==================== block 1
Block 1, sizing map:
(4 px per um)
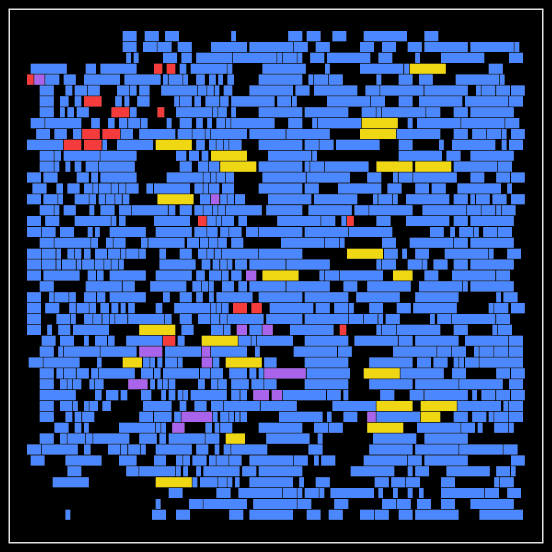

`src/rtl/inst_fetch_pkg.sv`:
```
// Shared constants for the instruction-fetch stage: bus widths, the NOP
// encoding presented when no instruction is available, and the 2-bit
// fetch FSM state encodings.
package inst_fetch_pkg;

    localparam int ADDR_WIDTH = 32;
    localparam int DATA_WIDTH = 32;

    // addi x0, x0, 0
    localparam logic [31:0] NOP = 32'h0000_0013;

    // Fetch FSM encodings
    localparam logic [1:0] FETCH_IDLE  = 2'd0;
    localparam logic [1:0] FETCH_RUN   = 2'd1;
    localparam logic [1:0] FETCH_FLUSH = 2'd2;

    typedef logic [1:0] fetch_state_t;

endpackage

```
`src/rtl/inst_fetch_fifo.sv`:
```
// fetch_fifo: small synchronous FIFO holding {address, instruction} pairs
// returned from instruction memory. The head entry is read combinationally
// from the storage registers so the fetch stage can present it without an
// extra cycle. DEPTH must be a power of two so the pointers wrap naturally.
module fetch_fifo #(
    parameter int WIDTH = 64,
    parameter int DEPTH = 2,
    localparam int PTR_W = (DEPTH > 1) ? $clog2(DEPTH) : 1,
    localparam int CNT_W = $clog2(DEPTH) + 1
) (
    input  logic             clk_i,
    input  logic             rst_n_i,
    input  logic             clear_i,
    input  logic             push_i,
    input  logic             pop_i,
    input  logic [WIDTH-1:0] wdata_i,
    output logic [WIDTH-1:0] rdata_o,
    output logic [CNT_W-1:0] count_o,
    output logic             empty_o,
    output logic             full_o
);

    logic [WIDTH-1:0] mem_q [DEPTH];
    logic [PTR_W-1:0] wr_ptr_q;
    logic [PTR_W-1:0] rd_ptr_q;
    logic [CNT_W-1:0] count_q;
    logic             push_eff;
    logic             pop_eff;

    // A push into a full FIFO is only accepted when the head leaves in the same cycle
    assign empty_o  = (count_q == '0);
    assign full_o   = (count_q == CNT_W'(DEPTH));
    assign pop_eff  = pop_i && !empty_o && !clear_i;
    assign push_eff = push_i && (!full_o || pop_eff) && !clear_i;
    assign count_o  = count_q;
    assign rdata_o  = mem_q[rd_ptr_q];

    // Pointer and occupancy bookkeeping; clear empties the FIFO in one cycle
    always_ff @(posedge clk_i or negedge rst_n_i) begin
        if (!rst_n_i) begin
            wr_ptr_q <= '0;
            rd_ptr_q <= '0;
            count_q  <= '0;
        end else if (clear_i) begin
            wr_ptr_q <= '0;
            rd_ptr_q <= '0;
            count_q  <= '0;
        end else begin
            if (push_eff) wr_ptr_q <= wr_ptr_q + PTR_W'(1);
            if (pop_eff)  rd_ptr_q <= rd_ptr_q + PTR_W'(1);
            count_q <= count_q + CNT_W'(push_eff) - CNT_W'(pop_eff);
        end
    end

    // Storage entries carry no reset; validity is tracked by count_q alone
    generate
        for (genvar gi = 0; gi < DEPTH; gi++) begin : g_entry
            always_ff @(posedge clk_i) begin
                if (push_eff && (wr_ptr_q == PTR_W'(gi))) begin
                    mem_q[gi] <= wdata_i;
                end
            end
        end
    endgenerate

endmodule

```
`src/rtl/inst_fetch.sv`:
```
// inst_fetch: instruction-fetch stage feeding if_id. Owns the PC, issues
// in-order req/gnt/rvalid fetches, buffers responses in fetch_fifo and
// presents the head {address, instruction} with a valid flag. A redirect
// clears the buffer and discards every response still in flight.
// Optional build macro INST_FETCH_PERF_EN adds pop and bubble counters.
module inst_fetch
    import inst_fetch_pkg::*;
#(
    parameter int                ADDR_W     = 32,
    parameter int                DATA_W     = 32,
    parameter logic [ADDR_W-1:0] RESET_PC   = '0,
    parameter int                FIFO_DEPTH = 2
) (
    input  logic              clk_i,
    input  logic              rst_n_i,
    input  logic              stall_i,
    input  logic              jump_en_i,
    input  logic [ADDR_W-1:0] jump_addr_i,
    output logic              imem_req_o,
    output logic [ADDR_W-1:0] imem_addr_o,
    input  logic              imem_gnt_i,
    input  logic              imem_rvalid_i,
    input  logic [DATA_W-1:0] imem_rdata_i,
    output logic              inst_valid_o,
    output logic [ADDR_W-1:0] inst_addr_o,
    output logic [DATA_W-1:0] inst_o
`ifdef INST_FETCH_PERF_EN
    ,
    output logic [31:0]       perf_fetched_o,
    output logic [31:0]       perf_bubble_o
`endif
);

    localparam int CNT_W = $clog2(FIFO_DEPTH) + 1;
    localparam int ENT_W = ADDR_W + DATA_W;

    fetch_state_t      state_q, state_d;
    logic [ADDR_W-1:0] pc_q, pc_d;
    logic [ADDR_W-1:0] resp_pc_q, resp_pc_d;
    logic [CNT_W-1:0]  outstanding_q, outstanding_d;
    logic [CNT_W-1:0]  discard_q, discard_d;

    logic              fifo_push;
    logic              fifo_pop;
    logic              fifo_clear;
    logic [CNT_W-1:0]  fifo_count;
    logic              fifo_empty;
    logic              fifo_full;
    logic [ENT_W-1:0]  fifo_head;

    logic              credit;
    logic              fire;
    logic              rsp_ok;
    logic              redirect;
    logic [ADDR_W-1:0] jump_target;

    // Credit uses registered counts only, so the FIFO can never overflow
    assign credit = ({1'b0, outstanding_q} + {1'b0, fifo_count}) < (CNT_W + 1)'(FIFO_DEPTH);
    assign imem_req_o  = (state_q == FETCH_RUN) && !jump_en_i && credit;
    assign imem_addr_o = pc_q;
    assign fire        = imem_req_o && imem_gnt_i;
    // A response with nothing outstanding is a bus protocol error and is dropped
    assign rsp_ok      = imem_rvalid_i && (outstanding_q != '0);
    assign redirect    = jump_en_i && (state_q != FETCH_IDLE);
    assign jump_target = jump_addr_i & ~ADDR_W'(3);

    assign inst_valid_o = !fifo_empty;
    assign inst_addr_o  = fifo_empty ? '0 : fifo_head[ENT_W-1:DATA_W];
    assign inst_o       = fifo_empty ? DATA_W'(NOP) : fifo_head[DATA_W-1:0];

    // Next-state logic: FSM, PC, response PC, outstanding and discard counters
    always_comb begin
        state_d       = state_q;
        pc_d          = pc_q;
        resp_pc_d     = resp_pc_q;
        discard_d     = discard_q;
        outstanding_d = outstanding_q + CNT_W'(fire) - CNT_W'(rsp_ok);
        fifo_push     = 1'b0;
        fifo_clear    = 1'b0;
        fifo_pop      = !fifo_empty && !stall_i && !jump_en_i;

        if (fire) pc_d = pc_q + ADDR_W'(4);

        if (state_q == FETCH_IDLE) begin
            state_d = FETCH_RUN;
        end else if (redirect) begin
            // Everything in flight, including a same-cycle response, is stale
            fifo_clear = 1'b1;
            pc_d       = jump_target;
            resp_pc_d  = jump_target;
            discard_d  = outstanding_q - CNT_W'(rsp_ok);
            state_d    = (discard_d != '0) ? FETCH_FLUSH : FETCH_RUN;
        end else begin
            if (rsp_ok) begin
                if (discard_q == '0) begin
                    fifo_push = 1'b1;
                    resp_pc_d = resp_pc_q + ADDR_W'(4);
                end else begin
                    discard_d = discard_q - CNT_W'(1);
                end
            end
            if ((state_q == FETCH_FLUSH) && (discard_d == '0)) state_d = FETCH_RUN;
        end
    end

    // Fetch control registers
    always_ff @(posedge clk_i or negedge rst_n_i) begin
        if (!rst_n_i) begin
            state_q       <= FETCH_IDLE;
            pc_q          <= RESET_PC;
            resp_pc_q     <= RESET_PC;
            outstanding_q <= '0;
            discard_q     <= '0;
        end else begin
            state_q       <= state_d;
            pc_q          <= pc_d;
            resp_pc_q     <= resp_pc_d;
            outstanding_q <= outstanding_d;
            discard_q     <= discard_d;
        end
    end

    fetch_fifo #(
        .WIDTH (ENT_W),
        .DEPTH (FIFO_DEPTH)
    ) u_fifo (
        .clk_i   (clk_i),
        .rst_n_i (rst_n_i),
        .clear_i (fifo_clear),
        .push_i  (fifo_push),
        .pop_i   (fifo_pop),
        .wdata_i ({resp_pc_q, imem_rdata_i}),
        .rdata_o (fifo_head),
        .count_o (fifo_count),
        .empty_o (fifo_empty),
        .full_o  (fifo_full)
    );

    a_rvalid_with_outstanding: assert property (
        @(posedge clk_i) disable iff (!rst_n_i) imem_rvalid_i |-> (outstanding_q != '0));

    a_no_overflow: assert property (
        @(posedge clk_i) disable iff (!rst_n_i) (fifo_full && fifo_push) |-> fifo_pop);

`ifdef INST_FETCH_PERF_EN
    logic [31:0] perf_fetched_q;
    logic [31:0] perf_bubble_q;

    // Pops delivered to decode, and active cycles where decode was starved
    always_ff @(posedge clk_i or negedge rst_n_i) begin
        if (!rst_n_i) begin
            perf_fetched_q <= '0;
            perf_bubble_q  <= '0;
        end else begin
            if (fifo_pop) perf_fetched_q <= perf_fetched_q + 32'd1;
            if ((state_q != FETCH_IDLE) && !inst_valid_o && !stall_i) begin
                perf_bubble_q <= perf_bubble_q + 32'd1;
            end
        end
    end

    assign perf_fetched_o = perf_fetched_q;
    assign perf_bubble_o  = perf_bubble_q;
`endif

endmodule

```
`config.mk`:
```
export PLATFORM = sky130hd
export DESIGN_NAME = inst_fetch
export DESIGN_NICKNAME = d
export VERILOG_FILES = /design/src/rtl/inst_fetch_pkg.sv /design/src/rtl/inst_fetch_fifo.sv /design/src/rtl/inst_fetch.sv
export SDC_FILE = /design/constraint.sdc
export NUM_CORES = 1
export LEC_CHECK = 0
export CAP_MARGIN = 20
export CORE_MARGIN = 4
export CORE_UTILIZATION = 55
export DETAILED_ROUTE_END_ITERATION = 10
export HOLD_SLACK_MARGIN = 0.03
export PLACE_DENSITY_LB_ADDON = 0.25
export SETUP_SLACK_MARGIN = 0.4
export SLEW_MARGIN = 15
export SYNTH_ARGS = -nofsm -noshare
export SYNTH_HDL_FRONTEND = slang
export SYNTH_SLANG_ARGS = --single-unit
export TNS_END_PERCENT = 100
```
`constraint.sdc`:
```
create_clock -name clk_i -period 16.51 [get_ports clk_i]
set_input_delay 2.4765 -clock clk_i [delete_from_list [all_inputs] [get_ports clk_i]]
set_output_delay 2.4765 -clock clk_i [all_outputs]
set_load 0.02 [all_outputs]
```
==================== block 2
$ cat config.mk
export PLATFORM = sky130hd
export DESIGN_NAME = fp_div
export DESIGN_NICKNAME = d
export VERILOG_FILES = /design/src/rtl/fp_div.sv
export SDC_FILE = /design/constraint.sdc
export NUM_CORES = 1
export LEC_CHECK = 0
export CAP_MARGIN = 40
export CORE_MARGIN = 2
export CORE_UTILIZATION = 51
export CTS_CLUSTER_SIZE = 25
export DETAILED_ROUTE_END_ITERATION = 10
export GPL_ROUTABILITY_DRIVEN = 0
export HOLD_SLACK_MARGIN = 0.12
export PLACE_DENSITY = 0.79
export SYNTH_ARGS = -nofsm -noshare
export SYNTH_HDL_FRONTEND = slang
export SYNTH_SLANG_ARGS = --single-unit
$ cat constraint.sdc
create_clock -name clk -period 7.1 [get_ports clk]
set_clock_uncertainty 0.1 [all_clocks]
set_input_delay 1.42 -clock clk [delete_from_list [all_inputs] [get_ports clk]]
set_output_delay 1.42 -clock clk [all_outputs]
set_load 0.01 [all_outputs]
$ cat src/rtl/fp_div.sv
// Sequential signed fixed-point divider: QUOTIENT = a / b, one quotient bit per clock,
// with a start/ready/done handshake and saturating OVERFLOW/UNDERFLOW/DIVZERO flags.
module fp_div #(
    parameter int unsigned W_in    = 16,
    parameter int unsigned W_in_F  = 14,
    parameter int unsigned W_out   = 16,
    parameter int unsigned W_out_F = 14
) (
    input  logic             clk,
    input  logic             rst,
    input  logic             start,
    input  logic [W_in-1:0]  a,
    input  logic [W_in-1:0]  b,
    output logic             READY,
    output logic             DONE,
    output logic [W_out-1:0] QUOTIENT,
    output logic             OVERFLOW,
    output logic             UNDERFLOW,
    output logic             DIVZERO
);

    localparam int unsigned N     = W_in + W_out_F;
    localparam int unsigned CW    = $clog2(N + 1);
    // The fraction bits of a and b cancel in a/b, so only the output fraction scales the dividend.
    localparam int unsigned SHIFT = W_out_F + W_in_F - W_in_F;

    localparam logic [N-1:0]     POS_LIM = N'((64'(1) << (W_out - 1)) - 64'(1));
    localparam logic [N-1:0]     NEG_LIM = N'(64'(1) << (W_out - 1));
    localparam logic [W_out-1:0] MAX_POS = {1'b0, {(W_out - 1){1'b1}}};
    localparam logic [W_out-1:0] MIN_NEG = {1'b1, {(W_out - 1){1'b0}}};

    typedef enum logic [1:0] {IDLE, CALC, FIN} state_t;

    state_t           state;
    logic             sign;
    logic             a_nz;
    logic             b_z;
    logic [W_in-1:0]  mag_b;
    logic [W_in-1:0]  rem;
    logic [N-1:0]     quo;
    logic [CW-1:0]    cnt;

    logic [W_in-1:0]  a_mag;
    logic [W_in-1:0]  b_mag;
    logic [W_in:0]    rem_sh;
    logic             fits;
    logic [W_out-1:0] res_q;
    logic             res_ovf;
    logic             res_unf;

    // Operand magnitudes as unsigned W_in-bit values; the most negative input maps exactly.
    always_comb begin
        a_mag  = a[W_in-1] ? W_in'(-a) : a;
        b_mag  = b[W_in-1] ? W_in'(-b) : b;
        rem_sh = {rem, quo[N-1]};
        fits   = (rem_sh >= {1'b0, mag_b});
    end

    // Sign application, saturation and flag selection from the finished magnitude quotient.
    always_comb begin
        res_q   = '0;
        res_ovf = 1'b0;
        res_unf = 1'b0;
        if (b_z) begin
            if (a_nz) begin
                res_ovf = 1'b1;
                res_q   = sign ? MIN_NEG : MAX_POS;
            end
        end else if (a_nz) begin
            if (quo == '0) begin
                res_unf = 1'b1;
            end else if (!sign) begin
                if (quo > POS_LIM) begin
                    res_ovf = 1'b1;
                    res_q   = MAX_POS;
                end else begin
                    res_q = quo[W_out-1:0];
                end
            end else begin
                if (quo > NEG_LIM) begin
                    res_ovf = 1'b1;
                    res_q   = MIN_NEG;
                end else begin
                    res_q = -quo[W_out-1:0];
                end
            end
        end
    end

    always_ff @(posedge clk or posedge rst) begin
        if (rst) begin
            state     <= IDLE;
            READY     <= 1'b1;
            DONE      <= 1'b0;
            QUOTIENT  <= '0;
            OVERFLOW  <= 1'b0;
            UNDERFLOW <= 1'b0;
            DIVZERO   <= 1'b0;
            sign      <= 1'b0;
            a_nz      <= 1'b0;
            b_z       <= 1'b0;
            mag_b     <= '0;
            rem       <= '0;
            quo       <= '0;
            cnt       <= '0;
        end else begin
            DONE <= 1'b0;
            case (state)
                IDLE: begin
                    if (start) begin
                        sign  <= a[W_in-1] ^ b[W_in-1];
                        a_nz  <= |a;
                        b_z   <= ~|b;
                        mag_b <= b_mag;
                        quo   <= N'(a_mag) << SHIFT;
                        rem   <= '0;
                        cnt   <= '0;
                        READY <= 1'b0;
                        state <= CALC;
                    end
                end
                CALC: begin
                    // Restoring step: quotient bits shift in behind the consumed dividend bits.
                    if (fits) begin
                        rem <= W_in'(rem_sh - {1'b0, mag_b});
                        quo <= {quo[N-2:0], 1'b1};
                    end else begin
                        rem <= W_in'(rem_sh);
                        quo <= {quo[N-2:0], 1'b0};
                    end
                    cnt <= cnt + CW'(1);
                    if (cnt == CW'(N - 1)) begin
                        state <= FIN;
                    end
                end
                FIN: begin
                    QUOTIENT  <= res_q;
                    OVERFLOW  <= res_ovf;
                    UNDERFLOW <= res_unf;
                    DIVZERO   <= b_z;
                    DONE      <= 1'b1;
                    READY     <= 1'b1;
                    state     <= IDLE;
                end
                default: begin
                    READY <= 1'b1;
                    state <= IDLE;
                end
            endcase
        end
    end

endmodule

==================== block 3
--- config.mk ---
export PLATFORM = sky130hd
export DESIGN_NAME = q_eng_dispatch
export DESIGN_NICKNAME = d
export VERILOG_FILES = /design/src/rtl/q_eng_dispatch.sv
export SDC_FILE = /design/constraint.sdc
export NUM_CORES = 1
export LEC_CHECK = 0
export ABC_AREA = 1
export CAP_MARGIN = 5
export CELL_PAD_IN_SITES_DETAIL_PLACEMENT = 0
export CELL_PAD_IN_SITES_GLOBAL_PLACEMENT = 2
export CORE_ASPECT_RATIO = 0.8
export CORE_MARGIN = 2
export CORE_UTILIZATION = 24
export CTS_CLUSTER_DIAMETER = 120
export DETAILED_ROUTE_END_ITERATION = 8
export PLACE_DENSITY = 0.88
export SETUP_SLACK_MARGIN = 0.1
export SLEW_MARGIN = 20
export SYNTH_ARGS = -nofsm -noshare
export SYNTH_HDL_FRONTEND = slang
export SYNTH_SLANG_ARGS = --single-unit
--- constraint.sdc ---
create_clock -name clk -period 3.9 [get_ports clk]
set_input_delay 0.585 -clock clk [delete_from_list [all_inputs] [get_ports clk]]
set_output_delay 0.585 -clock clk [all_outputs]
set_load 0.03 [all_outputs]
--- src/rtl/q_eng_dispatch.sv ---
// q_eng_dispatch: front-end command dispatcher for the engine array.
// Accepts one command per cycle on a valid/ready input and issues it to a
// free engine chosen round-robin, tracking per-engine busy state from the
// engines' completion pulses. A completion frees its engine in the same
// cycle, so that engine can be re-granted without a bubble.
module q_eng_dispatch #(
  parameter int ENGINES_N = 4,
  parameter int CMD_W     = 32,
  parameter int ID_W      = $clog2(ENGINES_N),
  parameter int CNT_W     = $clog2(ENGINES_N + 1)
) (
  input  logic                 clk,
  input  logic                 srst,
  input  logic                 en_i,
  input  logic                 cmd_vld_i,
  input  logic [CMD_W-1:0]     cmd_data_i,
  output logic                 cmd_rdy_o,
  output logic [ENGINES_N-1:0] eng_req_vld_o,
  output logic [CMD_W-1:0]     eng_req_data_o,
  output logic [ID_W-1:0]      eng_req_id_o,
  input  logic [ENGINES_N-1:0] eng_done_i,
  output logic [CNT_W-1:0]     inflight_o,
  output logic                 idle_o,
  output logic                 err_o
);

  logic [ENGINES_N-1:0] busy_r;
  logic [ID_W-1:0]      rr_ptr_r;
  logic                 err_r;

  logic [ENGINES_N-1:0] free;
  logic [ENGINES_N-1:0] free_rot;
  logic [ID_W-1:0]      grant_off;
  logic [ID_W:0]        grant_sum;
  logic [ID_W-1:0]      grant_id;
  logic [ENGINES_N-1:0] grant_onehot;
  logic                 accept;
  logic [ENGINES_N-1:0] spurious_done;

  // A completing engine is grantable in the same cycle (done bypass).
  assign free      = ~busy_r | eng_done_i;
  assign cmd_rdy_o = en_i & (|free) & ~srst;
  assign accept    = cmd_vld_i & cmd_rdy_o;

  // Rotate the free vector so bit 0 is the round-robin preferred engine.
  assign free_rot = ENGINES_N'({free, free} >> rr_ptr_r);

  // Pick the lowest set bit of the rotated vector, then undo the rotation.
  always_comb begin
    // NOTE: every always_comb output gets a default first so no latch is inferred.
    grant_off = '0;
    for (int i = ENGINES_N - 1; i >= 0; i--) begin
      if (free_rot[i]) grant_off = ID_W'(i);
    end
    grant_sum = {1'b0, rr_ptr_r} + {1'b0, grant_off};
    if (grant_sum >= (ID_W + 1)'(ENGINES_N)) grant_id = ID_W'(grant_sum - (ID_W + 1)'(ENGINES_N));
    else                                     grant_id = ID_W'(grant_sum);
  end

  assign grant_onehot  = accept ? (ENGINES_N'(1) << grant_id) : '0;
  // A done for an engine that is neither busy nor being granted this cycle.
  assign spurious_done = eng_done_i & ~busy_r & ~grant_onehot;

  // Busy bitmap, round-robin pointer, issue register and sticky error.
  always_ff @(posedge clk) begin
    // NOTE: sequential state uses non-blocking assignments so every register
    // samples the pre-edge values regardless of statement order.
    if (srst) begin
      busy_r         <= '0;
      rr_ptr_r       <= '0;
      eng_req_vld_o  <= '0;
      eng_req_data_o <= '0;
      eng_req_id_o   <= '0;
      err_r          <= 1'b0;
    end else begin
      busy_r        <= (busy_r & ~eng_done_i) | grant_onehot;
      eng_req_vld_o <= grant_onehot;
      if (accept) begin
        rr_ptr_r       <= (grant_id == ID_W'(ENGINES_N - 1)) ? '0 : grant_id + 1'b1;
        eng_req_data_o <= cmd_data_i;
        eng_req_id_o   <= grant_id;
      end
      if (|spurious_done) err_r <= 1'b1;
    end
  end

  // Occupancy is the popcount of the registered busy bitmap.
  always_comb begin
    inflight_o = '0;
    for (int i = 0; i < ENGINES_N; i++) begin
      inflight_o = inflight_o + CNT_W'(busy_r[i]);
    end
  end

  assign idle_o = (busy_r == '0) & ~(|eng_req_vld_o);
  assign err_o  = err_r;

  a_issue_onehot0 : assert property (@(posedge clk) disable iff (srst)
    $onehot0(eng_req_vld_o));
  a_no_busy_grant : assert property (@(posedge clk) disable iff (srst)
    (grant_onehot & busy_r & ~eng_done_i) == '0);
  a_no_rdy_in_rst : assert property (@(posedge clk)
    srst |-> !cmd_rdy_o);

endmodule

==================== block 4
===== config.mk =====
export PLATFORM = sky130hd
export DESIGN_NAME = uart_rx_deserializer
export DESIGN_NICKNAME = d
export VERILOG_FILES = /design/src/rtl/uart_rx_deserializer.sv
export SDC_FILE = /design/constraint.sdc
export NUM_CORES = 1
export LEC_CHECK = 0
export CAP_MARGIN = 20
export CORE_MARGIN = 2
export CORE_UTILIZATION = 55
export CTS_BUF_LIST = sky130_fd_sc_hd__clkbuf_16
export DETAILED_ROUTE_END_ITERATION = 8
export PLACE_DENSITY = 0.77
export SYNTH_ARGS = -nofsm -noshare
export SYNTH_HDL_FRONTEND = slang
export SYNTH_SLANG_ARGS = --single-unit

===== constraint.sdc =====
create_clock -name clk -period 5.2 [get_ports clk]
set_input_delay 1.56 -clock clk [delete_from_list [all_inputs] [get_ports clk]]
set_output_delay 1.56 -clock clk [all_outputs]
set_load 0.01 [all_outputs]

===== src/rtl/uart_rx_deserializer.sv =====
`default_nettype none
// ============================================================================
// Module   : uart_rx_deserializer
// Function : 8N1 UART receiver with two-flop pin synchroniser, mid-bit
//            sampling, one-cycle byte strobe and separate framing-error pulse.
// Revision : 1.0
// ============================================================================
module uart_rx_deserializer #(
    parameter int CLK_PER_BIT = 100,
    parameter int CTR_SIZE    = $clog2(CLK_PER_BIT)
) (
    input  logic       clk,
    input  logic       rst,
    input  logic       rx,
    output logic [7:0] rx_data,
    output logic       new_rx_data,
    output logic       framing_err,
    output logic       busy
);

    localparam logic [CTR_SIZE-1:0] c_HALF_M1 = CTR_SIZE'(CLK_PER_BIT/2 - 1);
    localparam logic [CTR_SIZE-1:0] c_FULL_M1 = CTR_SIZE'(CLK_PER_BIT - 1);

    typedef enum logic [2:0] {
        ST_IDLE  = 3'd0,
        ST_START = 3'd1,
        ST_DATA  = 3'd2,
        ST_STOP  = 3'd3,
        ST_BREAK = 3'd4
    } state_t;

    state_t              r_state;
    logic                r_rx_m;
    logic                r_rx_s;
    logic [CTR_SIZE-1:0] r_ctr;
    logic [2:0]          r_bit_ctr;
    logic [7:0]          r_sh;
    logic [7:0]          r_rx_data;
    logic                r_new;
    logic                r_ferr;
    logic                r_busy;

    always_ff @(posedge clk) begin
        if (rst) begin
            r_rx_m    <= 1'b1;
            r_rx_s    <= 1'b1;
            r_state   <= ST_IDLE;
            r_ctr     <= '0;
            r_bit_ctr <= 3'd0;
            r_sh      <= 8'h00;
            r_rx_data <= 8'h00;
            r_new     <= 1'b0;
            r_ferr    <= 1'b0;
            r_busy    <= 1'b0;
        end else begin
            r_rx_m <= rx;
            r_rx_s <= r_rx_m;
            r_new  <= 1'b0;
            r_ferr <= 1'b0;
            case (r_state)
                ST_IDLE: begin
                    if (!r_rx_s) begin
                        r_state <= ST_START;
                        r_ctr   <= '0;
                        r_busy  <= 1'b1;
                    end
                end
                // Re-check the line half a bit in; a high level means the edge was a glitch.
                ST_START: begin
                    if (r_ctr == c_HALF_M1) begin
                        if (r_rx_s) begin
                            r_state <= ST_IDLE;
                            r_busy  <= 1'b0;
                        end else begin
                            r_state   <= ST_DATA;
                            r_ctr     <= '0;
                            r_bit_ctr <= 3'd0;
                        end
                    end else begin
                        r_ctr <= r_ctr + CTR_SIZE'(1);
                    end
                end
                ST_DATA: begin
                    if (r_ctr == c_FULL_M1) begin
                        r_sh  <= {r_rx_s, r_sh[7:1]};
                        r_ctr <= '0;
                        if (r_bit_ctr == 3'd7) begin
                            r_state   <= ST_STOP;
                            r_bit_ctr <= 3'd0;
                        end else begin
                            r_bit_ctr <= r_bit_ctr + 3'd1;
                        end
                    end else begin
                        r_ctr <= r_ctr + CTR_SIZE'(1);
                    end
                end
                // Leaving at the stop-bit midpoint leaves half a bit to catch the next start edge.
                ST_STOP: begin
                    if (r_ctr == c_FULL_M1) begin
                        r_ctr <= '0;
                        if (r_rx_s) begin
                            r_rx_data <= r_sh;
                            r_new     <= 1'b1;
                            r_state   <= ST_IDLE;
                            r_busy    <= 1'b0;
                        end else begin
                            r_ferr  <= 1'b1;
                            r_state <= ST_BREAK;
                        end
                    end else begin
                        r_ctr <= r_ctr + CTR_SIZE'(1);
                    end
                end
                ST_BREAK: begin
                    if (r_rx_s) begin
                        r_state <= ST_IDLE;
                        r_busy  <= 1'b0;
                    end
                end
                default: begin
                    r_state <= ST_IDLE;
                    r_busy  <= 1'b0;
                end
            endcase
        end
    end

    assign rx_data     = r_rx_data;
    assign new_rx_data = r_new;
    assign framing_err = r_ferr;
    assign busy        = r_busy;

endmodule
`default_nettype wire



==> notes/layouts.md <==
Pictures saved along the way, in no particular order.

Cell outlines without signal wires.
(a)
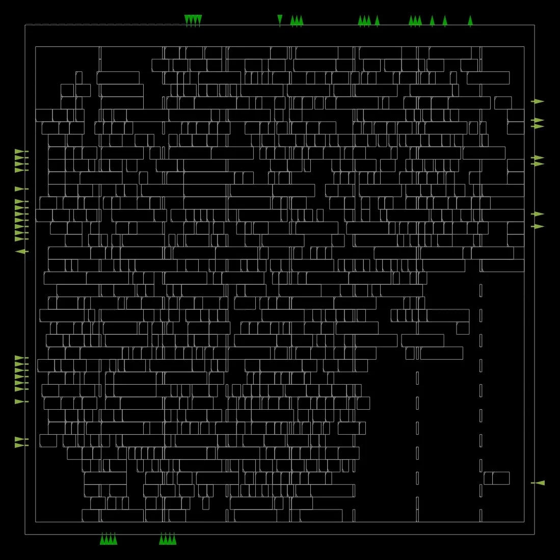
(b)
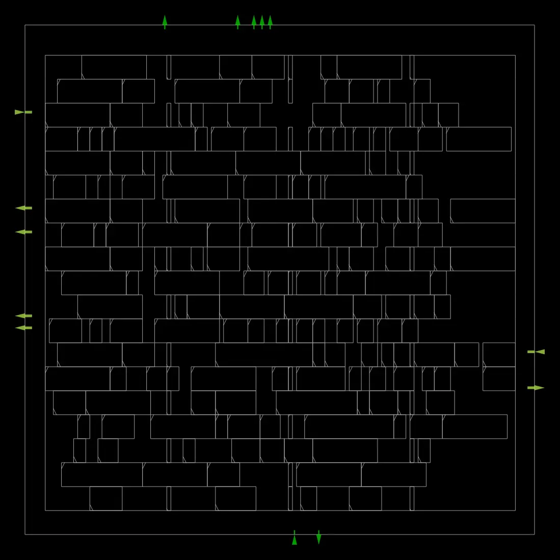
(c)
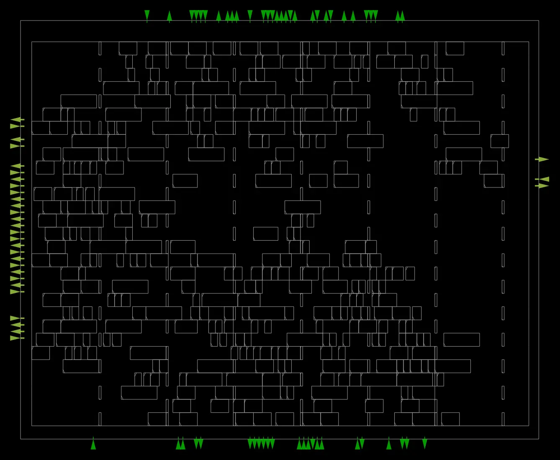
(d)
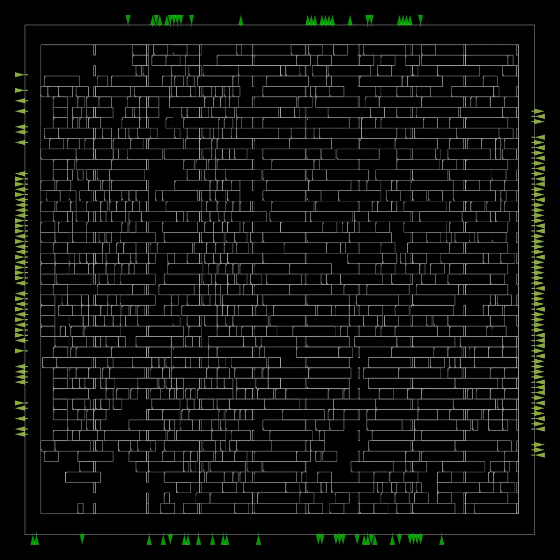
- lowest utilization: (c)
block 1 -> (d)
block 3 -> (c)
block 4 -> (b)
block 2 -> (a)

Block 2, pin map:
(4 px per um) Pins as bars across the die edge, other pins in grey.
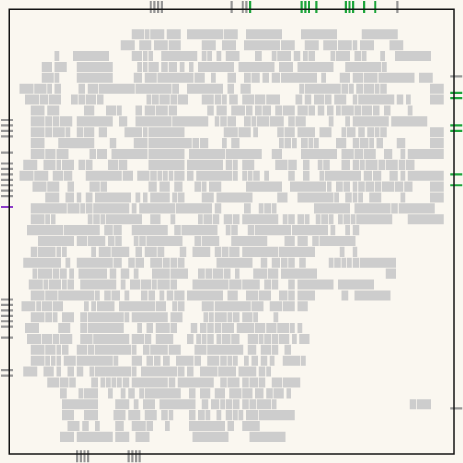
- purple: `READY` (pins 1; direction output; edge west)
- green: `QUOTIENT` (pins 16; direction output; edge 10 north, 6 east)

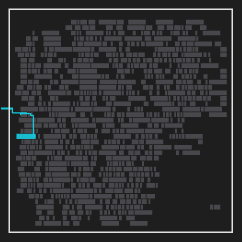
Block 2: wires at chosen ports, followed through buffers
(2 px per um)
- cyan: `READY` (bits 1; direction output; edge west; end cells 1; wire 29.5 um)

==> qor.txt, block 2 <==
number of diodes: 0
WL final: 14200 um
layout cells sized above 1: 3.95%
DP HPWL: 10100 um
Non-clk bufs: 61
P_clk: 0.486 mW
area of the multi-input gates: 3200 um^2
CP Data Required Time: 7.20 ns
post-route ant nets: 0
CP max stage cell: nor4_1
CP delay by family, top: simple AND/OR/NAND/NOR gates
slowest stage delay, CP: 0.61 ns
Top Consumer: combinational cells
register name with the most flops: quo
Flop area: 2330 um^2
Layout area overhead: 15.6%
FP Core Util: 53.0%
DR iter-0 viols: 429
slew margin rel.: 41.3%
logic gate share of total power: 53.1%
Hold Crit Class: reg -> reg
simple logic cell fraction of the synthesized area: 21.0%
outcome: finished clean
Nets: 786
final worst path period need: 3.31 ns
-- block 2: path summary, 6_finish.rpt --
| check | startpoint | cells after the start | to |
|---|---|---|---|
| max in group asynchronous | rst | 3 | QUOTIENT[2] |
| worst min-delay path | UNDERFLOW | 2 | UNDERFLOW |
| min in group asynchronous | rst | 2 | rem[12] |
| worst max register to register | mag_b[8] | 8 | rem[12] |
| worst max-delay path | a[2] | 6 | quo[27] |
| worst min register to register | UNDERFLOW | 2 | UNDERFLOW |
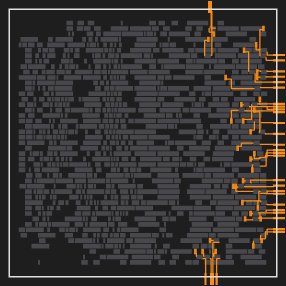
Block 1: wires at chosen ports, followed through buffers
(2 px per um)
- orange: `inst_o` (bits 32; direction output; edge 26 east, 4 south, 2 north; end cells 32; wire 491 um)

About 'sizing map' of block 1:
- purple: _3 and _4 cells (cells 15; share 1.8%; most used buf_4)
- blue: _0 and _1 cells (cells 801; share 94%; most used clkdlybuf4s50_1)
- yellow: _6 and larger (cells 23; share 2.7%; most used clkbuf_16)
- red: _2 cells (cells 16; share 1.9%; most used nor4_2)
Non-clk bufs: 167
Layout area overhead: 27.7%
final instance area: 11000 um^2
final setup margin: 9.25 ns

==> qor.txt, block 1 <==
hold path depth: 0
CTS Buf Count: 17
layout cells sized above 1: 6.32%
Max Cap Violations: 0
placed cell count: 1033
Crit. Startpoint: jump_en_i
number of diodes: 0
cell count after synthesis: 689
outcome: finished clean
OpenROAD warning count: 28
Residual DRC: 0
Die Ht: 133 um
CTS root buf: clkbuf_16
fin util: 71.9%
Clock Tree Buf Depth: 2
Fin. Hold Viols: 0
sw power: 0.666 mW
Nets: 920
Hold Crit Class: reg -> reg
DP HPWL: 13000 um
[block 1: state kept, by name (all words and copies together) (netlist names)]
signal,count
outstanding_q,2
resp_pc_q,30
u_fifo.rd_ptr_q,1
state_q,2
imem_addr_o,30
discard_q,2
u_fifo.mem_q,124
u_fifo.wr_ptr_q,1
u_fifo.count_o,2
[block 1: power by group through the flow]
stage | sequential, mW | combinational (mW) | clock, mW
after floorplan | 0.757 | 0.387 | 0
after global placement | 0.770 | 0.637 | 0
after detailed placement | 0.782 | 0.654 | 0
after CTS | 0.774 | 0.659 | 0.403
after global routing | 0.792 | 0.710 | 0.424
final | 0.777 | 0.657 | 0.396
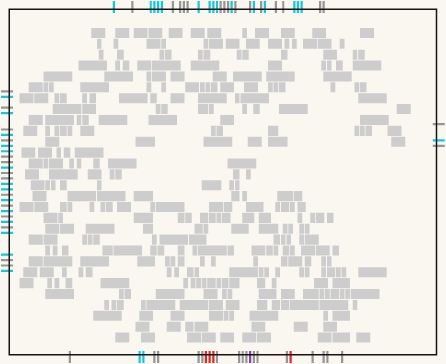
Block 3: pin map
(4 px per um) Pins as bars across the die edge, other pins in grey.
- red: `eng_req_vld_o` (pins 4; direction output; edge south)
- cyan: `cmd_data_i` (pins 32; direction input; edge 15 north, 14 west, 2 south, 1 east)
- purple: `cmd_rdy_o` (pins 1; direction output; edge south)

==> qor.txt, block 3 <==
outcome: finished clean
Regs by FF count: eng_req_data_o: 32 flops, busy_r: 4 flops, eng_req_vld_o: 4 flops
CTS Buf Count: 5
clock skew: 0.00619 ns
Crit. Startpoint: busy_r[0]
Clock power frac: 31.1%
sw frac: 28.8%
routed vias/inst: 4.11
Worst Path Max Fanout: 4
cell count after synthesis: 264
Top logic family: simple AND/OR/NAND/NOR gates
clock network area share: 3.27%
CP Data Required Time: 3.31 ns
largest class: multi-input combinational cells
I/O pins: 84
worst vdd ir: 0.000129 V
crit path DAT: 2.47 ns
Mapped Area: 2020 um^2
[block 3: power by group through the flow]
stage               registers (mW)  clock network, mW  logic [mW]
global placement             0.506                  0       0.204
detailed placement           0.506                  0       0.204
floorplan                    0.543                  0      0.0671
CTS                          0.496              0.333       0.205
finish                       0.495              0.315       0.202
global route                 0.499              0.345       0.218
[block 3: per-layer routing]
layer / wire length, um / GRT usage, %
met1: 2730 / 16.8
met2: 2260 / 17.5
met5: 0 / 0
met3: 289 / 3.12
met4: 40 / 3.90
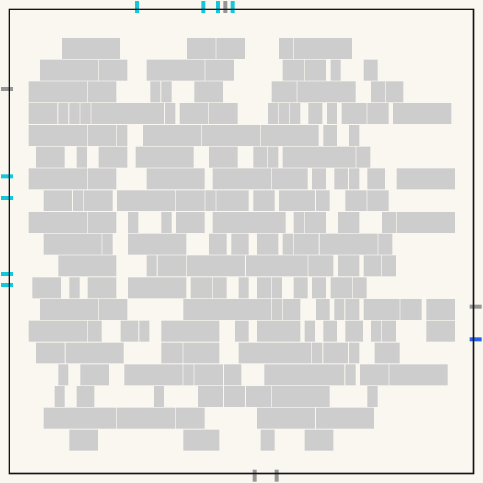
Block 4: pin map
(8 px per um) Pins as bars across the die edge, other pins in grey.
- cyan: `rx_data` (pins 8; direction output; edge 4 north, 4 west)
- blue: `busy` (pins 1; direction output; edge east)
- all pins by edge: 5 west, 5 north, 2 east, 2 south

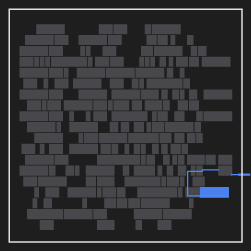
Block 4: wires at chosen ports, followed through buffers
(4 px per um)
- blue: `busy` (bits 1; direction output; edge east; end cells 1; wire 26.6 um)
port buffer count: 13
I/O pins: 14

==> qor.txt, block 4 <==
Core ar.: 2760 um^2
GR Overflow Total: 0
area leader, netlist: dfxtp_1
Die W: 57.8 um
Internal Power: 0.498 mW
asr flop ratio synth: 0%
critical path launch point type: primary input
sw power: 0.119 mW
Top Consumer: clock
outcome: finished clean
Initial DRT Pass Iterations: 4
WP depth: 7
DR iter-0 viols: 32
routability cong.: 0.770
reg2reg end: r_bit_ctr[2]
Comb area share: 44.4%
combinational power: 0.0221 mW
OpenROAD warning count: 27
block 4: registers in the layout (all words and copies together), names as in the netlist:
signal and cells:
busy 1, framing_err 1, new_rx_data 1, r_bit_ctr 3, r_ctr 7, r_rx_m 1
r_rx_s 1, r_sh 8, r_state 3, rx_data 8
block 4: routing by layer:
| metal | wire length, um | GRT usage [%] |
|---|---|---|
| met4 | 43 | 7.64 |
| met1 | 1420 | 25.3 |
| met5 | 0 | 0 |
| met3 | 134 | 6.70 |
| met2 | 1470 | 33.6 |

==================== block 5
Block 5, sizing map:
(8 px per um)
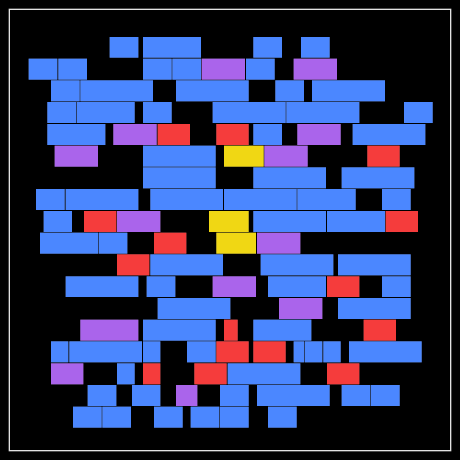

File: config.mk
export PLATFORM = sky130hd
export DESIGN_NAME = pipelined_adder
export DESIGN_NICKNAME = d
export VERILOG_FILES = /design/src/rtl/pipelined_adder_pkg.sv /design/src/rtl/pipelined_adder_full_adder.sv /design/src/rtl/pipelined_adder.sv
export SDC_FILE = /design/constraint.sdc
export NUM_CORES = 1
export LEC_CHECK = 0
export CAP_MARGIN = 15
export CORE_MARGIN = 2
export CORE_UTILIZATION = 45
export CTS_BUF_LIST = sky130_fd_sc_hd__clkbuf_8
export CTS_CLUSTER_DIAMETER = 200
export DETAILED_ROUTE_END_ITERATION = 10
export GPL_TIMING_DRIVEN = 1
export PLACE_DENSITY = 0.75
export SLEW_MARGIN = 20
export SYNTH_ARGS = -nofsm -noshare
export SYNTH_HDL_FRONTEND = slang
export SYNTH_HIERARCHICAL = 1
export SYNTH_SLANG_ARGS = --single-unit
export TNS_END_PERCENT = 100
File: constraint.sdc
create_clock -name clk -period 2.8 [get_ports clk]
set_input_delay 0.42 -clock clk [delete_from_list [all_inputs] [get_ports clk]]
set_output_delay 0.42 -clock clk [all_outputs]
set_load 0.02 [all_outputs]
File: src/rtl/pipelined_adder_pkg.sv
// Shared constants and helpers for the pipelined adder slice.
package pipelined_adder_pkg;

  localparam int DEFAULT_WIDTH = 8;
  localparam int DEFAULT_LANE  = 4;

  // Number of register stages for a given operand width and slice width.
  // Guarded so a degenerate parameter set still elaborates a single stage.
  function automatic int stage_count(input int width, input int lane);
    if (lane <= 0 || width <= lane) begin
      return 1;
    end
    return width / lane;
  endfunction

  // Lowest bit index of slice k.
  function automatic int slice_lo(input int k, input int lane);
    return k * lane;
  endfunction

endpackage

File: src/rtl/pipelined_adder_full_adder.sv
// One-bit full adder built from two half-adder equations; the ripple
// element of every pipeline slice.
module full_adder (
  input  logic a,
  input  logic b,
  input  logic ci,
  output logic s,
  output logic co
);

  logic hs1;
  logic hc1;
  logic hc2;

  // First half adder: a + b.
  assign hs1 = a ^ b;
  assign hc1 = a & b;

  // Second half adder: partial sum + carry-in.
  assign s   = hs1 ^ ci;
  assign hc2 = hs1 & ci;

  // A carry can come from either half adder, never both.
  assign co  = hc1 | hc2;

endmodule

File: src/rtl/pipelined_adder.sv
// WIDTH-bit adder split into LANE-bit slices, one slice per register stage,
// with valid/ready on both sides. Each stage carries forward the finished
// low sum bits, its carry, and the not-yet-added high slices of a and b.
module pipelined_adder
  import pipelined_adder_pkg::*;
#(
  parameter int WIDTH = DEFAULT_WIDTH,
  parameter int LANE  = DEFAULT_LANE
) (
  input  logic             clk,
  input  logic             rst_n,
  input  logic             in_valid,
  output logic             in_ready,
  input  logic [WIDTH-1:0] a,
  input  logic [WIDTH-1:0] b,
  input  logic             cin,
  output logic             out_valid,
  input  logic             out_ready,
  output logic [WIDTH-1:0] sum,
  output logic             cout,
  output logic             ovf
);

  localparam int STAGES = stage_count(WIDTH, LANE);

  // Stage state. Index k is the register stage that has finished slice k.
  logic [STAGES-1:0] valid_q;
  logic              carry_q [STAGES];
  logic [WIDTH-1:0]  sum_q   [STAGES];
  logic [WIDTH-1:0]  rem_a_q [STAGES];
  logic [WIDTH-1:0]  rem_b_q [STAGES];
  logic              ovf_q;

  // Handshake chain: ready[k] says stage k may load this cycle.
  logic [STAGES:0]   ready;
  // Valid bit offered to each stage: in_valid for stage 0, else the stage before.
  logic [STAGES-1:0] feed_valid;

  // Ready ripples back from the sink: a stage can load if it is empty or
  // its contents move on this same cycle.
  // NOTE: blocking assignments in always_comb; each bit is computed from the
  // one above it in program order, and every bit is written on every pass,
  // so no latch can be inferred.
  always_comb begin
    ready[STAGES] = out_ready;
    for (int k = STAGES - 1; k >= 0; k--) begin
      ready[k] = ~valid_q[k] | ready[k+1];
    end
  end

  assign feed_valid = STAGES'({valid_q, in_valid});

  // Valid bits: a loading stage takes its upstream valid, a stalled stage holds.
  // NOTE: sequential state uses non-blocking assignments so every stage samples
  // the pre-edge value of its neighbour and the whole pipe advances together.
  always_ff @(posedge clk or negedge rst_n) begin
    if (!rst_n) begin
      valid_q <= '0;
    end else begin
      valid_q <= (valid_q & ~ready[STAGES-1:0]) | (feed_valid & ready[STAGES-1:0]);
    end
  end

  for (genvar k = 0; k < STAGES; k++) begin : gen_stage
    logic [WIDTH-1:0] op_a;
    logic [WIDTH-1:0] op_b;
    logic [WIDTH-1:0] part_sum;
    logic             cin_k;
    logic             load;
    logic [LANE-1:0]  lane_sum;
    logic             lane_cout;

    if (k == 0) begin : gen_first
      assign op_a     = a;
      assign op_b     = b;
      assign part_sum = '0;
      assign cin_k    = cin;
      assign load     = in_valid & ready[0];
    end else begin : gen_next
      assign op_a     = rem_a_q[k-1];
      assign op_b     = rem_b_q[k-1];
      assign part_sum = sum_q[k-1];
      assign cin_k    = carry_q[k-1];
      assign load     = valid_q[k-1] & ready[k];
    end

    // Ripple-carry across the slice; each bit owns its carry-out so the
    // chain is a series of distinct nets rather than one self-feeding vector.
    for (genvar j = 0; j < LANE; j++) begin : gen_bit
      logic ci;
      logic co;

      if (j == 0) begin : gen_c0
        assign ci = cin_k;
      end else begin : gen_cn
        assign ci = gen_bit[j-1].co;
      end

      full_adder u_fa (
        .a  (op_a[j]),
        .b  (op_b[j]),
        .ci (ci),
        .s  (lane_sum[j]),
        .co (co)
      );
    end

    assign lane_cout = gen_bit[LANE-1].co;

    // Capture this slice's result, its carry, and shift the remaining
    // operand slices down so the next stage always adds bits [LANE-1:0].
    // NOTE: the data registers are reset as well as the valid bits, so sum,
    // cout and ovf read zero during and straight after reset.
    always_ff @(posedge clk or negedge rst_n) begin
      if (!rst_n) begin
        sum_q[k]   <= '0;
        carry_q[k] <= 1'b0;
        rem_a_q[k] <= '0;
        rem_b_q[k] <= '0;
      end else if (load) begin
        sum_q[k]   <= part_sum | (WIDTH'(lane_sum) << slice_lo(k, LANE));
        carry_q[k] <= lane_cout;
        rem_a_q[k] <= op_a >> LANE;
        rem_b_q[k] <= op_b >> LANE;
      end
    end

    if (k == STAGES - 1) begin : gen_ovf
      // The top slice holds the sign bits of a, b and the sum: signed
      // overflow is equal operand signs with a different result sign.
      always_ff @(posedge clk or negedge rst_n) begin
        if (!rst_n) begin
          ovf_q <= 1'b0;
        end else if (load) begin
          ovf_q <= (op_a[LANE-1] == op_b[LANE-1]) && (lane_sum[LANE-1] != op_a[LANE-1]);
        end
      end
    end
  end

  assign in_ready  = ready[0];
  assign out_valid = valid_q[STAGES-1];
  assign sum       = sum_q[STAGES-1];
  assign cout      = carry_q[STAGES-1];
  assign ovf       = ovf_q;

endmodule

==================== block 6
$ cat config.mk
export PLATFORM = sky130hd
export DESIGN_NAME = single_divide_v_s_seq
export DESIGN_NICKNAME = d
export VERILOG_FILES = /design/src/rtl/single_divide_v_s_seq.sv
export SDC_FILE = /design/constraint.sdc
export NUM_CORES = 1
export LEC_CHECK = 0
export CAP_MARGIN = 20
export CELL_PAD_IN_SITES_DETAIL_PLACEMENT = 0
export CELL_PAD_IN_SITES_GLOBAL_PLACEMENT = 1
export CORE_AREA = 2 2 323 325
export CTS_CLUSTER_DIAMETER = 60
export DETAILED_ROUTE_END_ITERATION = 12
export DIE_AREA = 0 0 325 327
export GPL_ROUTABILITY_DRIVEN = 0
export PLACE_DENSITY_LB_ADDON = 0.1
export SYNTH_ARGS = -nofsm -noshare
export SYNTH_HDL_FRONTEND = slang
export SYNTH_SLANG_ARGS = --single-unit
$ cat constraint.sdc
create_clock -name clk -period 12.7 [get_ports clk]
set_input_delay 2.54 -clock clk [delete_from_list [all_inputs] [get_ports clk]]
set_output_delay 2.54 -clock clk [all_outputs]
set_load 0.03 [all_outputs]
$ cat src/rtl/single_divide_v_s_seq.sv
`default_nettype none
// ============================================================================
// single_divide_v_s_seq : divides a LENGTH-element float vector by one scalar,
// reusing an external WIDTH-lane divider chunk by chunk.   Rev 1.0
// ============================================================================
module single_divide_v_s_seq #(
    parameter int WIDTH  = 4,
    parameter int LENGTH = 8
) (
    input  logic        clk,
    input  logic        rstn,
    input  logic        start,
    input  logic [31:0] vector_a     [LENGTH],
    input  logic [31:0] b,
    output logic        busy,
    output logic        done,
    output logic [31:0] vector_c     [LENGTH],
    output logic        div_start,
    output logic [31:0] div_vector_a [WIDTH],
    output logic [31:0] div_b,
    input  logic        div_done,
    input  logic [31:0] div_vector_c [WIDTH]
);

    localparam int NCHUNK = (LENGTH + WIDTH - 1) / WIDTH;
    localparam int CW     = (NCHUNK > 1) ? $clog2(NCHUNK) : 1;
    localparam logic [CW-1:0] LAST_CHUNK = CW'(NCHUNK - 1);

    typedef enum logic [1:0] {
        S_IDLE  = 2'd0,
        S_ISSUE = 2'd1,
        S_WAIT  = 2'd2,
        S_DONE  = 2'd3
    } state_t;

    state_t        state;
    state_t        next_state;
    logic [CW-1:0] chunk;
    logic [31:0]   a_buf     [LENGTH];
    logic [31:0]   chunk_mat [NCHUNK][WIDTH];
    logic          accept;
    logic          chunk_back;

    assign accept     = start && ((state == S_IDLE) || (state == S_DONE));
    assign chunk_back = (state == S_WAIT) && div_done;

    always_ff @(posedge clk) begin
        if (!rstn) begin
            state <= S_IDLE;
        end else begin
            state <= next_state;
        end
    end

    always_comb begin
        next_state = state;
        busy       = 1'b0;
        done       = 1'b0;
        div_start  = 1'b0;
        case (state)
            S_IDLE: begin
                if (start) next_state = S_ISSUE;
            end
            S_ISSUE: begin
                busy       = 1'b1;
                div_start  = 1'b1;
                next_state = S_WAIT;
            end
            S_WAIT: begin
                busy = 1'b1;
                if (div_done) next_state = (chunk == LAST_CHUNK) ? S_DONE : S_ISSUE;
            end
            S_DONE: begin
                done       = 1'b1;
                next_state = start ? S_ISSUE : S_IDLE;
            end
            default: next_state = S_IDLE;
        endcase
    end

    // Operands are captured only on an accepted start; chunk advances per result.
    always_ff @(posedge clk) begin
        if (!rstn) begin
            chunk <= '0;
            div_b <= '0;
            for (int e = 0; e < LENGTH; e++) a_buf[e] <= '0;
        end else if (accept) begin
            chunk <= '0;
            div_b <= b;
            for (int e = 0; e < LENGTH; e++) a_buf[e] <= vector_a[e];
        end else if (chunk_back && (chunk != LAST_CHUNK)) begin
            chunk <= chunk + 1'b1;
        end
    end

    // Padding lanes of a partial final chunk are tied to zero.
    for (genvar k = 0; k < NCHUNK; k++) begin : g_chunk
        for (genvar i = 0; i < WIDTH; i++) begin : g_lane
            if (k * WIDTH + i < LENGTH) begin : g_live
                assign chunk_mat[k][i] = a_buf[k * WIDTH + i];
            end else begin : g_pad
                assign chunk_mat[k][i] = '0;
            end
        end
    end

    for (genvar i = 0; i < WIDTH; i++) begin : g_out
        assign div_vector_a[i] = chunk_mat[chunk][i];
    end

    always_ff @(posedge clk) begin
        if (!rstn) begin
            for (int e = 0; e < LENGTH; e++) vector_c[e] <= '0;
        end else if (chunk_back) begin
            for (int e = 0; e < LENGTH; e++) begin
                if (chunk == CW'(e / WIDTH)) vector_c[e] <= div_vector_c[e % WIDTH];
            end
        end
    end

endmodule
`default_nettype wire


## Gallery

Pin map.
picture 1
(8 px per um) Pins as bars across the die edge, other pins in grey.
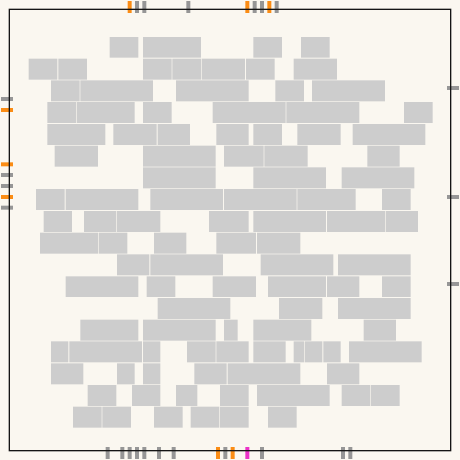
picture 2
(1.5 px per um) Pins as bars across the die edge, other pins in grey.
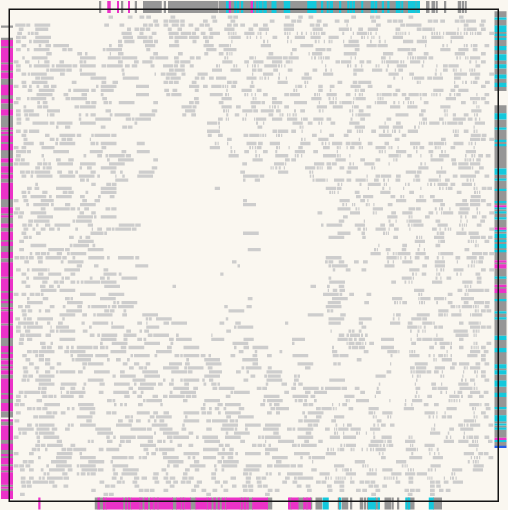
Of these, most pins: picture 2
Of these, largest die: picture 2
block 6: picture 2
block 5: picture 1

Block 5, logic cells by family:
(8 px per um)
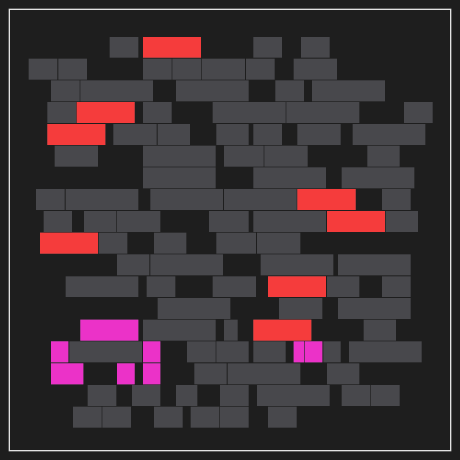
- magenta: nand cells (cells 8)
- red: fa/ha/maj cells (cells 8)

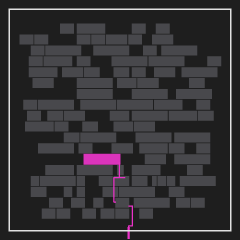
Block 5: wires at chosen ports, followed through buffers
(4 px per um)
- magenta: `cout` (bits 1; direction output; edge south; end cells 1; wire 20.5 um)

Notes on 'sizing map' of block 5 above:
- red: _2 cells (cells 15; share 15%; most used mux2_2)
- blue: _0 and _1 cells (cells 71; share 70%; most used clkdlybuf4s50_1)
- yellow: _6 and larger (cells 3; share 2.9%; most used clkbuf_8)
- purple: _3 and _4 cells (cells 13; share 13%; most used mux2_4)
Non-clk bufs: 33
final setup margin: 0.148 ns

==> qor.txt, block 5 <==
placed cell count: 128
Clock Tree Buf Depth: 2
largest net degree at the start of global routing: 26
# Taps: 30
WL final: 1830 um
FP Core Util: 47.2%
Clock Pin Slew Worst Setup and Hold Paths: 0.08 ns
outcome: finished clean
Comb area share: 33.8%
buffer count from post-CTS setup fixing: 0
area leader, netlist: dfrtp_1
CTS root buf: clkbuf_8
Nets: 132
MUX share of area: 25.3%
Critical Path Sink Type: flip-flop
non-filler cells, final: 132
layout cells sized above 1: 30.4%
block 5: where the power goes:
group	internal, mW	total (mW)	switching (mW)
registers	0.463	0.524	0.0608
logic	0.266	0.454	0.187
clock network	0.0991	0.204	0.105
total	0.829	1.18	0.353
block 5: layout by cell type (no fill, tap or decap), drive strengths merged:
master / n
buf: 1
clkbuf: 3
clkdlybuf4s50: 32
clkinv: 1
dfrtp: 25
fa: 8
mux2: 23
nand2: 3
nand2b: 4
nand3b: 1
o22ai: 1
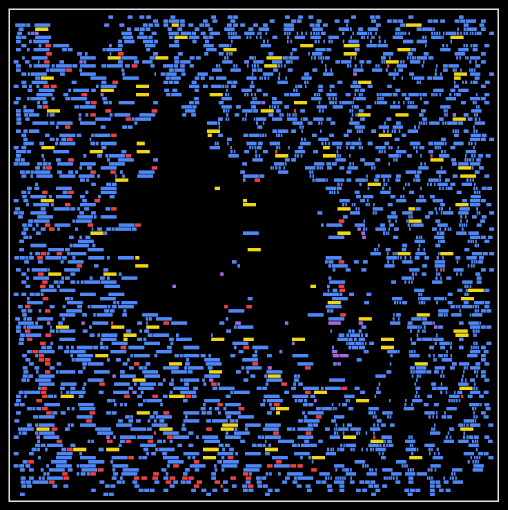
Block 6: sizing map
(1.5 px per um)
- yellow: _6 and larger (cells 107; share 3.9%; most used clkbuf_16)
- blue: _0 and _1 cells (cells 2482; share 90%; most used clkdlybuf4s50_1)
- red: _2 cells (cells 139; share 5.0%; most used mux2_2)
- purple: _3 and _4 cells (cells 30; share 1.1%; most used buf_4)
final setup margin: 6.19 ns
Layout area overhead: 58.2%

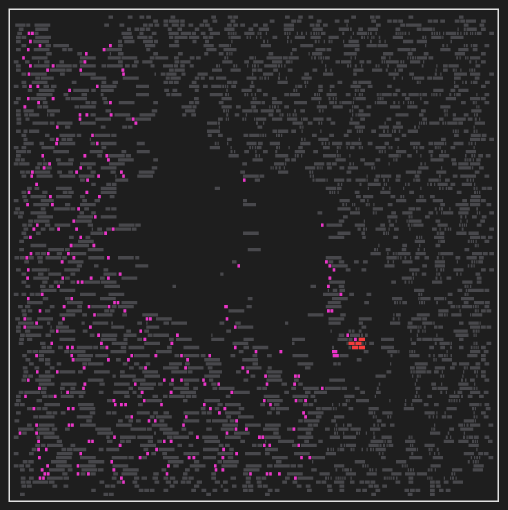
Block 6: logic cells by family
(1.5 px per um)
- magenta: and/or cells (cells 261)
- red: fa/ha/maj cells (cells 5)
non-filler cells, final: 4157
Comb area share: 20.2%

==> qor.txt, block 6 <==
largest class: registers
Compound Share, Synth: 7.59%
met2 Track Usage GR: 29.9%
M3 GR Usage: 7.19%
initial antenna violation count: 32
HP Start: vector_c[44]
number of diodes: 19
top cells by count, synth: nand2_1 (513), dfxtp_1 (291), a21oi_1 (258), and2_1 (258), edfxtp_1 (256)
CTS root buf: clkbuf_16
crit path DAT: 3.97 ns
worst vdd ir: 0.0000905 V
clock network area share: 8.12%
FP Core Util: 20.4%
top sig layer: met5
I/O pins: 839
post-synth cell types: 27
register area share after synthesis: 64.2%
Internal Power: 4.21 mW
GR Overflow Total: 0
CP Data Required Time: 10.16 ns
fmax: 0.154 GHz
Die W: 325 um
outcome: finished clean
# Cells Yosys: 1893
metal2 WL: 46700 um
simple logic cell fraction of the synthesized area: 17.2%
Nets: 3121
area of the multi-input gates: 6740 um^2
combinational power: 1.49 mW
asr flop ratio synth: 0%
[block 6: stage by stage]
step	total power [mW]	area [um^2]	hold WS, ns	setup WS [ns]	instances
final	6.06	33300	0.451	6.19	4157
after global routing	6.35	33300	0.469	5.88	4147
after CTS	6.19	33200	0.454	5.95	4137
after detailed placement	3.86	30500	0.446	6.11	3991
after global placement	3.86	30500	0.441	6.20	3990
after floorplan	3.14	21000	0.515	4.08	1893
[block 6: worst max-delay path: stages (launching register included)]
cell and delay, ns:
dfxtp_4 0.76, buf_4 0.75, buf_4 0.62, mux2_2 0.40, clkdlybuf4s50_1 0.71


==> notes/layouts.md <==
Pictures saved along the way, in no particular order.

Sizing map.
Plate I
(8 px per um)
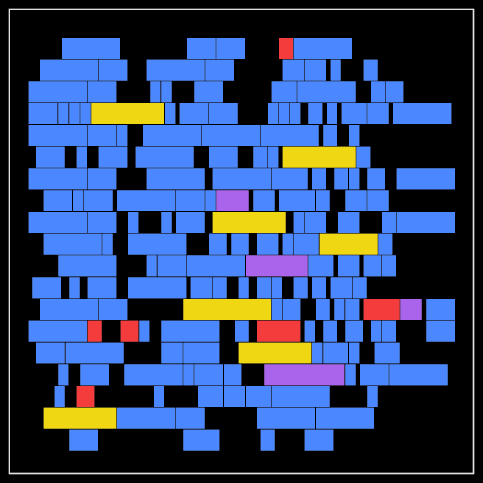
Plate II
(4 px per um)
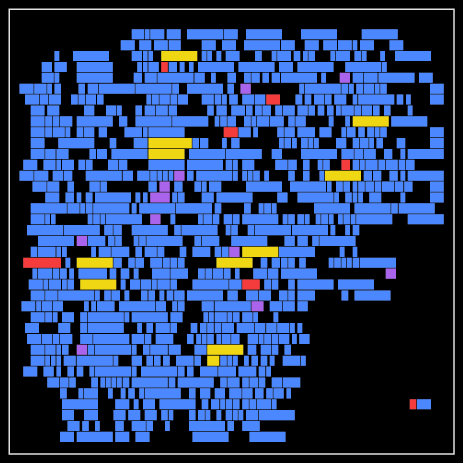
Plate III
(4 px per um)
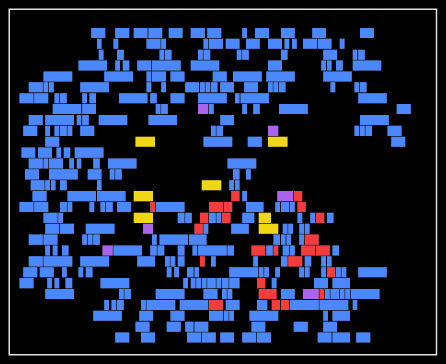
Plate I is block 4.
Plate III is block 3.
Plate II is block 2.

Key to Plate I:
- purple: _3 and _4 cells (cells 4; share 2.2%)
- red: _2 cells (cells 6; share 3.3%)
- yellow: _6 and larger (cells 7; share 3.9%; most used clkbuf_16)
- blue: _0 and _1 cells (cells 163; share 91%; most used dfxtp_1)

Power figures rest on the tool's default switching activity, not on a simulated workload.
